# hazard_ctrl

### Sizing map, hazard_ctrl

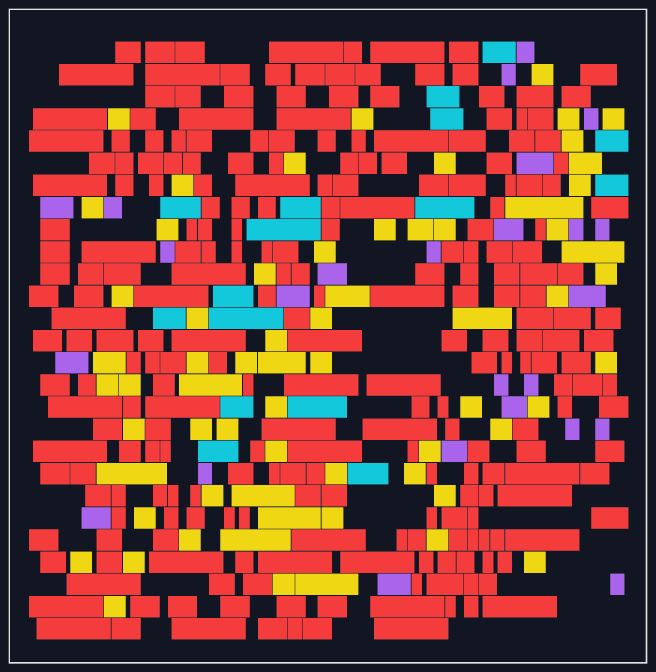

<file path="src/rtl/hazard_ctrl_pkg.sv">
// Shared pipeline definitions for the hazard controller: state encoding,
// register-index constants and the ID-stage operand match helper.
package hazard_ctrl_pkg;

  localparam int REG_W = 5;
  localparam logic [REG_W-1:0] ZERO_REG = 5'd0;

  typedef enum logic [0:0] {
    ST_RUN     = 1'b0,
    ST_MEMWAIT = 1'b1
  } state_e;

  // True when a producer register feeds an operand actually read by the ID instruction
  function automatic logic reg_match(
    input logic [REG_W-1:0] r,
    input logic [REG_W-1:0] rs,
    input logic [REG_W-1:0] rt,
    input logic             uses_rt
  );
    logic hit;
    hit = 1'b0;
    if (r != ZERO_REG) begin
      hit = (r == rs) || (uses_rt && (r == rt));
    end else begin
      hit = 1'b0;
    end
    return hit;
  endfunction

endpackage

</file>
<file path="src/rtl/hazard_ctrl_sat_counter.sv">
// Saturating up-counter with async active-low clear and a synchronous clear;
// holds at all-ones instead of wrapping.
module sat_counter #(
  parameter int CNT_W = 16
) (
  input  logic             Clk,
  input  logic             rst_n,
  input  logic             i_clr,
  input  logic             i_inc,
  output logic [CNT_W-1:0] o_count
);

  logic [CNT_W-1:0] r_count;

  // Count register: clear has priority, increment stops at all-ones
  always_ff @(posedge Clk or negedge rst_n) begin
    if (!rst_n) begin
      r_count <= '0;
    end else if (i_clr) begin
      r_count <= '0;
    end else if (i_inc && (r_count != {CNT_W{1'b1}})) begin
      r_count <= r_count + CNT_W'(1);
    end else begin
      r_count <= r_count;
    end
  end

  assign o_count = r_count;

endmodule

</file>
<file path="src/rtl/hazard_ctrl.sv">
// Hazard/stall controller for the 5-stage core: same-cycle stall, bubble, flush
// and freeze decisions, memory-wait tracking and saturating perf counters.
module hazard_ctrl
  import hazard_ctrl_pkg::*;
#(
  parameter int CNT_W   = 16,
  parameter int TIMEOUT = 64
) (
  input  logic             Clk,
  input  logic             Start,
  input  logic             IDEX_MemRead_i,
  input  logic             IDEX_RegWrite_i,
  input  logic [4:0]       IDEX_Rd_i,
  input  logic             EXMEM_MemRead_i,
  input  logic [4:0]       EXMEM_Rd_i,
  input  logic [4:0]       IFID_Rs_i,
  input  logic [4:0]       IFID_Rt_i,
  input  logic             IFID_UsesRt_i,
  input  logic             Branch_i,
  input  logic             BranchTaken_i,
  input  logic             Jump_i,
  input  logic             MemBusy_i,
  output logic             PCWrite_o,
  output logic             IFIDWrite_o,
  output logic             IFIDFlush_o,
  output logic             IDEXBubble_o,
  output logic             PipeFreeze_o,
  output logic             timeout_o,
  output logic [CNT_W-1:0] stall_cnt_o,
  output logic [CNT_W-1:0] flush_cnt_o
);

  localparam int WAIT_W = $clog2(TIMEOUT + 1);
  localparam logic [WAIT_W-1:0] WAIT_LAST = WAIT_W'(TIMEOUT - 1);

  state_e            r_state;
  logic              r_timeout;
  logic [WAIT_W-1:0] w_wait_cnt;
  logic              w_idex_match;
  logic              w_exmem_match;
  logic              w_load_use;
  logic              w_br_dep;
  logic              w_redirect;
  logic              w_wait_clr;
  logic              w_wait_inc;
  logic              w_stall_inc;
  logic              w_flush_inc;

  assign w_idex_match  = reg_match(IDEX_Rd_i, IFID_Rs_i, IFID_Rt_i, IFID_UsesRt_i);
  assign w_exmem_match = reg_match(EXMEM_Rd_i, IFID_Rs_i, IFID_Rt_i, IFID_UsesRt_i);
  assign w_load_use    = IDEX_MemRead_i && w_idex_match;
  assign w_br_dep      = Branch_i && ((IDEX_RegWrite_i && w_idex_match) ||
                                      (EXMEM_MemRead_i && w_exmem_match));
  assign w_redirect    = BranchTaken_i || Jump_i;

  // Fixed-priority control decode; a dependent redirect waits until its operands are ready
  always_comb begin
    PCWrite_o    = 1'b0;
    IFIDWrite_o  = 1'b0;
    IFIDFlush_o  = 1'b0;
    IDEXBubble_o = 1'b0;
    PipeFreeze_o = 1'b0;
    if (!Start) begin
      IFIDFlush_o  = 1'b1;
      IDEXBubble_o = 1'b1;
    end else if (MemBusy_i) begin
      PipeFreeze_o = 1'b1;
    end else if (w_load_use || w_br_dep) begin
      IDEXBubble_o = 1'b1;
    end else if (w_redirect) begin
      PCWrite_o   = 1'b1;
      IFIDWrite_o = 1'b1;
      IFIDFlush_o = 1'b1;
    end else begin
      PCWrite_o   = 1'b1;
      IFIDWrite_o = 1'b1;
    end
  end

  assign w_wait_clr  = (r_state == ST_RUN) && MemBusy_i;
  assign w_wait_inc  = (r_state == ST_MEMWAIT) && MemBusy_i;
  assign w_stall_inc = Start && !PCWrite_o;
  assign w_flush_inc = Start && IFIDFlush_o;

  // Memory-wait FSM and sticky timeout; timeout sets on the edge the wait count reaches TIMEOUT
  always_ff @(posedge Clk or negedge Start) begin
    if (!Start) begin
      r_state   <= ST_RUN;
      r_timeout <= 1'b0;
    end else begin
      case (r_state)
        ST_RUN: begin
          if (MemBusy_i) begin
            r_state <= ST_MEMWAIT;
          end else begin
            r_state <= ST_RUN;
          end
        end
        ST_MEMWAIT: begin
          if (MemBusy_i) begin
            r_state <= ST_MEMWAIT;
          end else begin
            r_state <= ST_RUN;
          end
        end
        default: begin
          r_state <= ST_RUN;
        end
      endcase
      if (w_wait_inc && (w_wait_cnt >= WAIT_LAST)) begin
        r_timeout <= 1'b1;
      end else begin
        r_timeout <= r_timeout;
      end
    end
  end

  assign timeout_o = r_timeout;

  sat_counter #(.CNT_W(WAIT_W)) u_wait_cnt (
    .Clk     (Clk),
    .rst_n   (Start),
    .i_clr   (w_wait_clr),
    .i_inc   (w_wait_inc),
    .o_count (w_wait_cnt)
  );

  sat_counter #(.CNT_W(CNT_W)) u_stall_cnt (
    .Clk     (Clk),
    .rst_n   (Start),
    .i_clr   (1'b0),
    .i_inc   (w_stall_inc),
    .o_count (stall_cnt_o)
  );

  sat_counter #(.CNT_W(CNT_W)) u_flush_cnt (
    .Clk     (Clk),
    .rst_n   (Start),
    .i_clr   (1'b0),
    .i_inc   (w_flush_inc),
    .o_count (flush_cnt_o)
  );

endmodule
</file>
<file path="config.mk">
export PLATFORM = sky130hd
export DESIGN_NAME = hazard_ctrl
export DESIGN_NICKNAME = d
export VERILOG_FILES = /design/src/rtl/hazard_ctrl_pkg.sv /design/src/rtl/hazard_ctrl_sat_counter.sv /design/src/rtl/hazard_ctrl.sv
export SDC_FILE = /design/constraint.sdc
export NUM_CORES = 1
export LEC_CHECK = 0
export CORE_AREA = 2 2 76 78
export DETAILED_ROUTE_END_ITERATION = 10
export DIE_AREA = 0 0 78 80
export PLACE_DENSITY_LB_ADDON = 0.1
export SYNTH_ARGS = -nofsm -noshare
export SYNTH_HDL_FRONTEND = slang
export SYNTH_SLANG_ARGS = --single-unit
</file>
<file path="constraint.sdc">
create_clock -name Clk -period 1.9 [get_ports Clk]
set_input_delay 0.285 -clock Clk [delete_from_list [all_inputs] [get_ports Clk]]
set_output_delay 0.285 -clock Clk [all_outputs]
set_load 0.01 [all_outputs]
</file>
# uart_rx

[src/rtl/uart_rx.sv]
// 8N1 UART receiver, LSB first, oversampled by the system clock.
// Good frames update uart_data with a one-cycle ready strobe; bad stop bits pulse uart_frame_error.
module uart_rx #(
  parameter int unsigned CLKS_PER_BIT = 347
) (
  input  logic       clock,
  input  logic       reset,
  input  logic       uart_rxd,
  output logic [7:0] uart_data,
  output logic       uart_data_ready,
  output logic       uart_frame_error
);

  localparam int unsigned HALF_BIT = (CLKS_PER_BIT - 1) / 2;
  localparam logic [15:0] HALF_CNT = 16'(HALF_BIT);
  localparam logic [15:0] LAST_CNT = 16'(CLKS_PER_BIT - 1);

  typedef enum logic [2:0] {
    IDLE,
    START,
    DATA,
    STOP,
    WAIT_IDLE
  } state_t;

  state_t      state, state_nxt;
  logic        rx_s1, rx_s;
  logic [15:0] clk_cnt, cnt_nxt;
  logic [2:0]  bit_idx, idx_nxt;
  logic [7:0]  shift, shift_nxt;
  logic [7:0]  data_nxt;
  logic        ready_nxt, err_nxt;

  always_ff @(posedge clock) begin
    if (reset) begin
      rx_s1            <= 1'b1;
      rx_s             <= 1'b1;
      state            <= IDLE;
      clk_cnt          <= '0;
      bit_idx          <= '0;
      shift            <= '0;
      uart_data        <= '0;
      uart_data_ready  <= 1'b0;
      uart_frame_error <= 1'b0;
    end else begin
      rx_s1            <= uart_rxd;
      rx_s             <= rx_s1;
      state            <= state_nxt;
      clk_cnt          <= cnt_nxt;
      bit_idx          <= idx_nxt;
      shift            <= shift_nxt;
      uart_data        <= data_nxt;
      uart_data_ready  <= ready_nxt;
      uart_frame_error <= err_nxt;
    end
  end

  always_comb begin
    state_nxt = state;
    cnt_nxt   = clk_cnt;
    idx_nxt   = bit_idx;
    shift_nxt = shift;
    data_nxt  = uart_data;
    ready_nxt = 1'b0;
    err_nxt   = 1'b0;
    unique case (state)
      IDLE: begin
        if (!rx_s) begin
          state_nxt = START;
          cnt_nxt   = '0;
        end
      end
      START: begin
        // Mid-start-bit recheck rejects short low glitches on the idle line.
        if (clk_cnt == HALF_CNT) begin
          cnt_nxt = '0;
          if (!rx_s) begin
            state_nxt = DATA;
            idx_nxt   = '0;
          end else begin
            state_nxt = IDLE;
          end
        end else begin
          cnt_nxt = clk_cnt + 16'd1;
        end
      end
      DATA: begin
        if (clk_cnt == LAST_CNT) begin
          cnt_nxt            = '0;
          shift_nxt[bit_idx] = rx_s;
          if (bit_idx == 3'd7) begin
            state_nxt = STOP;
          end else begin
            idx_nxt = bit_idx + 3'd1;
          end
        end else begin
          cnt_nxt = clk_cnt + 16'd1;
        end
      end
      STOP: begin
        if (clk_cnt == LAST_CNT) begin
          cnt_nxt = '0;
          if (rx_s) begin
            data_nxt  = shift;
            ready_nxt = 1'b1;
            state_nxt = IDLE;
          end else begin
            err_nxt   = 1'b1;
            state_nxt = WAIT_IDLE;
          end
        end else begin
          cnt_nxt = clk_cnt + 16'd1;
        end
      end
      WAIT_IDLE: begin
        // Hold off until the line recovers so a break yields a single error.
        cnt_nxt = '0;
        if (rx_s) begin
          state_nxt = IDLE;
        end
      end
      default: begin
        state_nxt = IDLE;
        cnt_nxt   = '0;
      end
    endcase
  end

endmodule

[config.mk]
export PLATFORM = sky130hd
export DESIGN_NAME = uart_rx
export DESIGN_NICKNAME = d
export VERILOG_FILES = /design/src/rtl/uart_rx.sv
export SDC_FILE = /design/constraint.sdc
export NUM_CORES = 1
export LEC_CHECK = 0
export CORE_AREA = 3 3 70 72
export DETAILED_ROUTE_END_ITERATION = 10
export DIE_AREA = 0 0 73 75
export MAX_ROUTING_LAYER = met4
export PLACE_DENSITY = 0.71
export SLEW_MARGIN = 5
export SYNTH_ARGS = -nofsm -noshare
export SYNTH_HDL_FRONTEND = slang
export SYNTH_SLANG_ARGS = --single-unit
[constraint.sdc]
create_clock -name clock -period 2.3 [get_ports clock]
set_clock_uncertainty 0.1 [all_clocks]
set_input_delay 0.69 -clock clock [delete_from_list [all_inputs] [get_ports clock]]
set_output_delay 0.69 -clock clock [all_outputs]
set_load 0.02 [all_outputs]
### Routing congestion map, hazard_ctrl

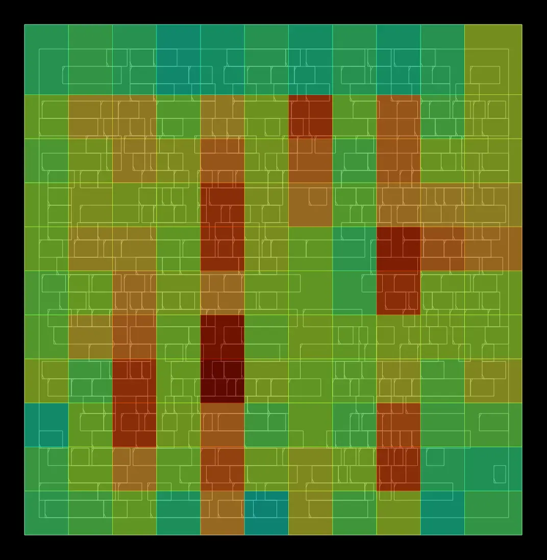
met3 Resource Use GR: 4.299%
final core utilization: 69.51%

## Picture notes: 'Sizing map' of hazard_ctrl
legend:
  cyan:
    size: x6 and larger
    cells: 16
    share: 4.5%
  purple:
    size: x2
    cells: 25
    share: 7.1%
  red:
    size: x1 and smaller
    cells: 248
    share: 70%
  yellow:
    size: x3 and x4
    cells: 65
    share: 18%
Non-Clock Buffer Count: 125
design area: 3757 um2
Layout area overhead: 64.28%
Final WS setup: -0.1491 ns

==> impl_metrics.tcl, hazard_ctrl <==
# collected from the flow reports
set metrics [dict create \
    synth-edff-count 0 \
    grt_max_degree 32 \
    diodes 0 \
    crit_type "in2out" \
    synthTopCellsByCount "dfrtp_1 (41), xnor2_1 (32), nand2_1 (19), xor2_1 (16)" \
    cp-startpoint "EXMEM_Rd_i[1]" \
    mostFrequentLayoutCell "buf_4" \
    critPathRequiredTime_ns 1.62 \
    hp-class "in2async" \
    cts_buffer_depth 2 \
    dp_slack_ns -0.8544 \
    synthFlopType "dfrtp_1" \
    ff2ff_setup_slack_ns 0.05 \
    tns_ns -0.5345 \
    ys.warnings.count 0 \
    outcome "complete, but fails checks" \
    setup_ws_ns -0.1491 \
    vias_per_cell 5.085 \
    seq_share_pct 27.31 \
    n_all_inverters 3 \
    largest_cell_class "logic gates" \
    worst_pin_slew_ns 0.3334 \
    failed_checks "setup timing" \
    cp_common_cell "buf_6" \
    hold_ws_ns 0.08374 \
    hold_viol 0 \
    fmax_mhz 488.0 \
    finalSetupViolations 7 \
    vias 2166 \
    rr_worst_depth 7 \
    p_per_area_nw_per_um2 718.1 \
    nClkBuffers 5 \
]
==> hazard_ctrl: metal layers <==
metal | vias to the layer above | global-route usage (%) | part of all wire (%) | wire length, um
li1 | 1059 | - | - | -
met1 | 1033 | 23.50 | 44 | 2805
met2 | 67 | 34.74 | 50 | 3235
met3 | 7 | 4.299 | 4.9 | 314
met4 | 0 | 5.965 | 1.3 | 81
met5 | - | 0 | 0 | 0
==> hazard_ctrl: power breakdown <==
part	internal [mW]	switching, mW
Clock	0.254	0.319
Combinational	0.590	0.453
Sequential	0.995	0.0883
Total	1.84	0.860
==> hazard_ctrl: cell families after synthesis <==
kind of cell	share of synthesized area [%]
AND-OR/OR-AND	7.495
XOR/XNOR	18.38
adder cells (fa/ha/maj)	1.641
buffers and inverters	2.188
flip-flops	44.86
multiplexers	2.625
AND/OR/NAND/NOR	22.81
==> hazard_ctrl: through the flow <==
stage,cells,area [um2]
3_5_place_dp,401,3314
3_3_place_gp,401,3314
4_1_cts,411,3471
5_1_grt,426,3757
2_1_floorplan,227,2297
6_report,426,3757
### Sizing map, uart_rx

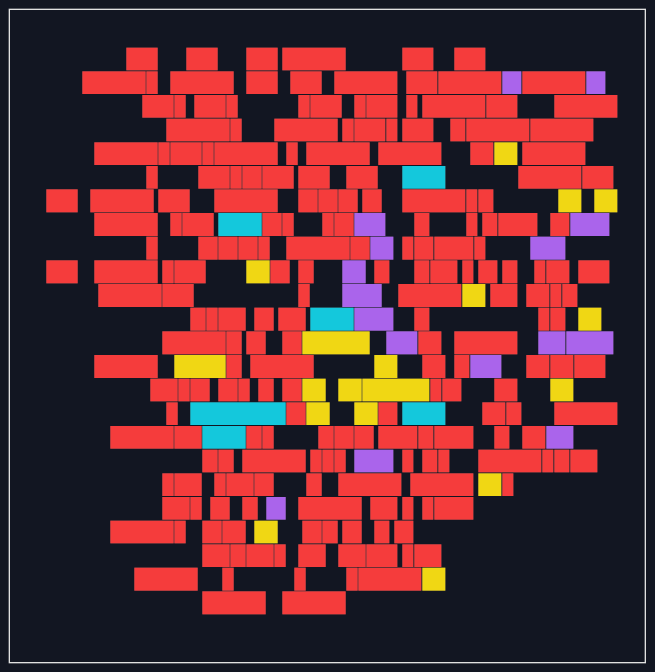
legend:
  yellow:
    size: x3 and x4
    cells: 18
    share: 6.9%
  red:
    size: x1 and smaller
    cells: 219
    share: 85%
  purple:
    size: x2
    cells: 16
    share: 6.2%
  cyan:
    size: x6 and larger
    cells: 6
    share: 2.3%
Layout area overhead: 14.24%
Final WS setup: 0.2067 ns
design area: 2469 um2

### Signal wires by layer, uart_rx

Two of the layers only.
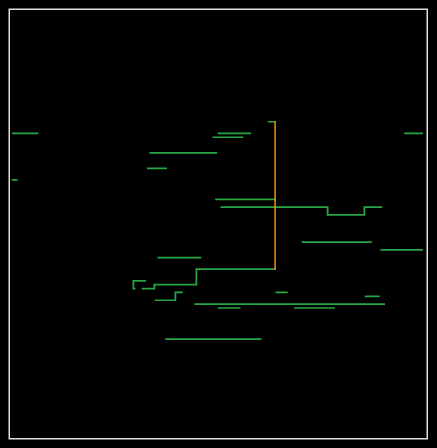
legend:
  orange:
    layer: M4
    wire_length: 25.8 um
  green:
    layer: M3
    wire_length: 203 um
detailed-route wire length per cell: 14.25 um
drt total wl: 4.433 mm
via total after detailed routing: 1,789
Total Routing Usage GR: 18.34%

==> impl_metrics.tcl, uart_rx <==
# collected from the flow reports
set metrics [dict create \
    critPathArrivalTime_ns 2.17 \
    startpoint_type "flip-flop" \
    clockNetworkAreaShare_pct 4.460 \
    floorplan.core_util_pct 49.63 \
    outcome "finished, final reports clean" \
    drc 0 \
    diodes 0 \
    ys_seq_share_pct 38.91 \
    place_congestion 0.8274 \
    synthFlopType "dfxtp_1" \
    cap_violations 0 \
    taps 52 \
    r2r_end "clk_cnt[8]" \
    p_sw_uw 307.6 \
    mi_logic_area_um2 1212 \
    synthesis.area_um2 2161 \
    antenna_found_initial 0 \
    finalSetupViolations 0 \
    io_buffers 12 \
    finalClockPeriodUsage_pct 91.01 \
    endpoint "clk_cnt[8]" \
    synth_cells 239 \
    synth-compound-area-share_pct 10.65 \
    cts-resized-gates 0 \
    tns_ns 0 \
    seqPwrFrac_pct 53.1 \
    vias_per_cell 5.752 \
    p_per_area_nw_per_um2 562.8 \
    first_iter_violations 130 \
    overflow 0 \
    n_all_buffers 26 \
    placedCellCount 303 \
    ys.warnings.count 0 \
    hold_ws_ns 0.3146 \
    power.total_mw 1.389 \
    min_from "rx_s1" \
    pin_count 13 \
    max_slew_margin_pct 71.02 \
    warning_count 28 \
]
-- uart_rx: power by group through the flow --
| stage | Combinational [mW] | Sequential (mW) | Clock [mW] |
|---|---|---|---|
| after floorplan | 0.0543 | 0.751 | 0 |
| after global placement | 0.0696 | 0.755 | 0 |
| after detailed placement | 0.0689 | 0.755 | 0 |
| after CTS | 0.0692 | 0.738 | 0.593 |
| after global routing | 0.0765 | 0.739 | 0.621 |
| final | 0.0699 | 0.738 | 0.581 |
-- uart_rx: routing by layer --
metal	routed length (um)	vias up	part of all wire (%)	global-route usage, %
met1	2178	841	49	25.89
met3	202	3	4.6	2.804
met4	25	0	0.56	7.582
met2	2026	40	46	26.02
li1	-	905	-	-
met5	0	-	0	-
-- uart_rx: critical path, cell delays in order (launching register included) --
cell	delay, ns
dfxtp_1	0.37
inv_1	0.09
ha_1	0.15
and4bb_2	0.30
nand4_2	0.15
and3b_2	0.29
o31ai_4	0.42
nor2_1	0.11
-- uart_rx: registers in the layout (all words and copies together), names as in the netlist --
signal and flops:
clk_cnt 16, uart_data_ready 1, shift 8, uart_data 8
uart_frame_error 1, rx_s1 1, state 3, rx_s 1
bit_idx 3


==> screenshots <==
Gate-type map.
shot_01.png
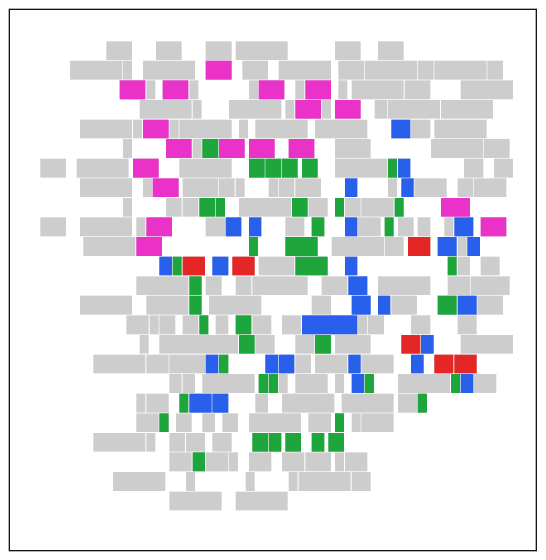
shot_02.png
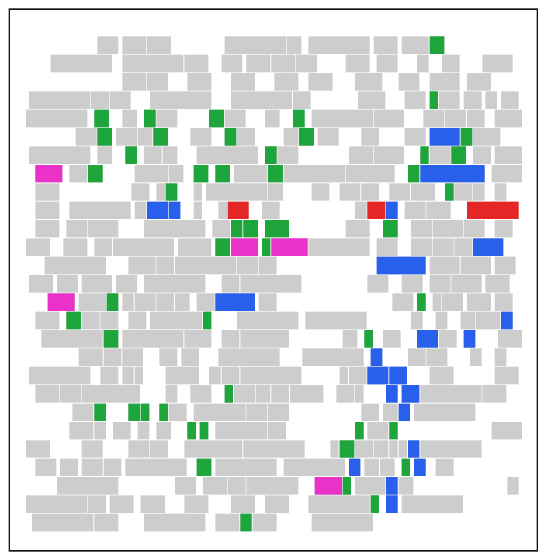
hazard_ctrl: shot_02.png
uart_rx: shot_01.png


## Gallery

Where the registers sit.
Bar = 20 um.
image #1
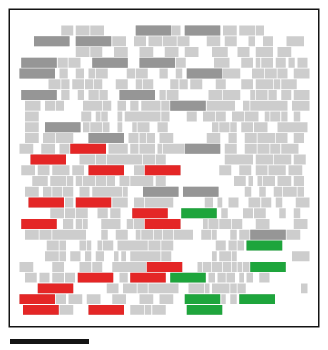
image #2
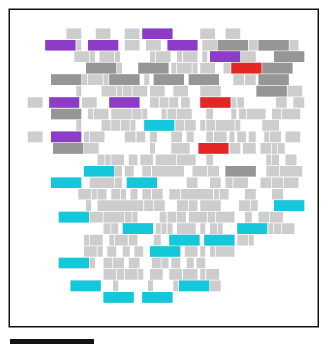
The one with the most cells is image #1.
- image #1 = hazard_ctrl
- image #2 = uart_rx

Power is estimated from default activity; no workload was simulated.
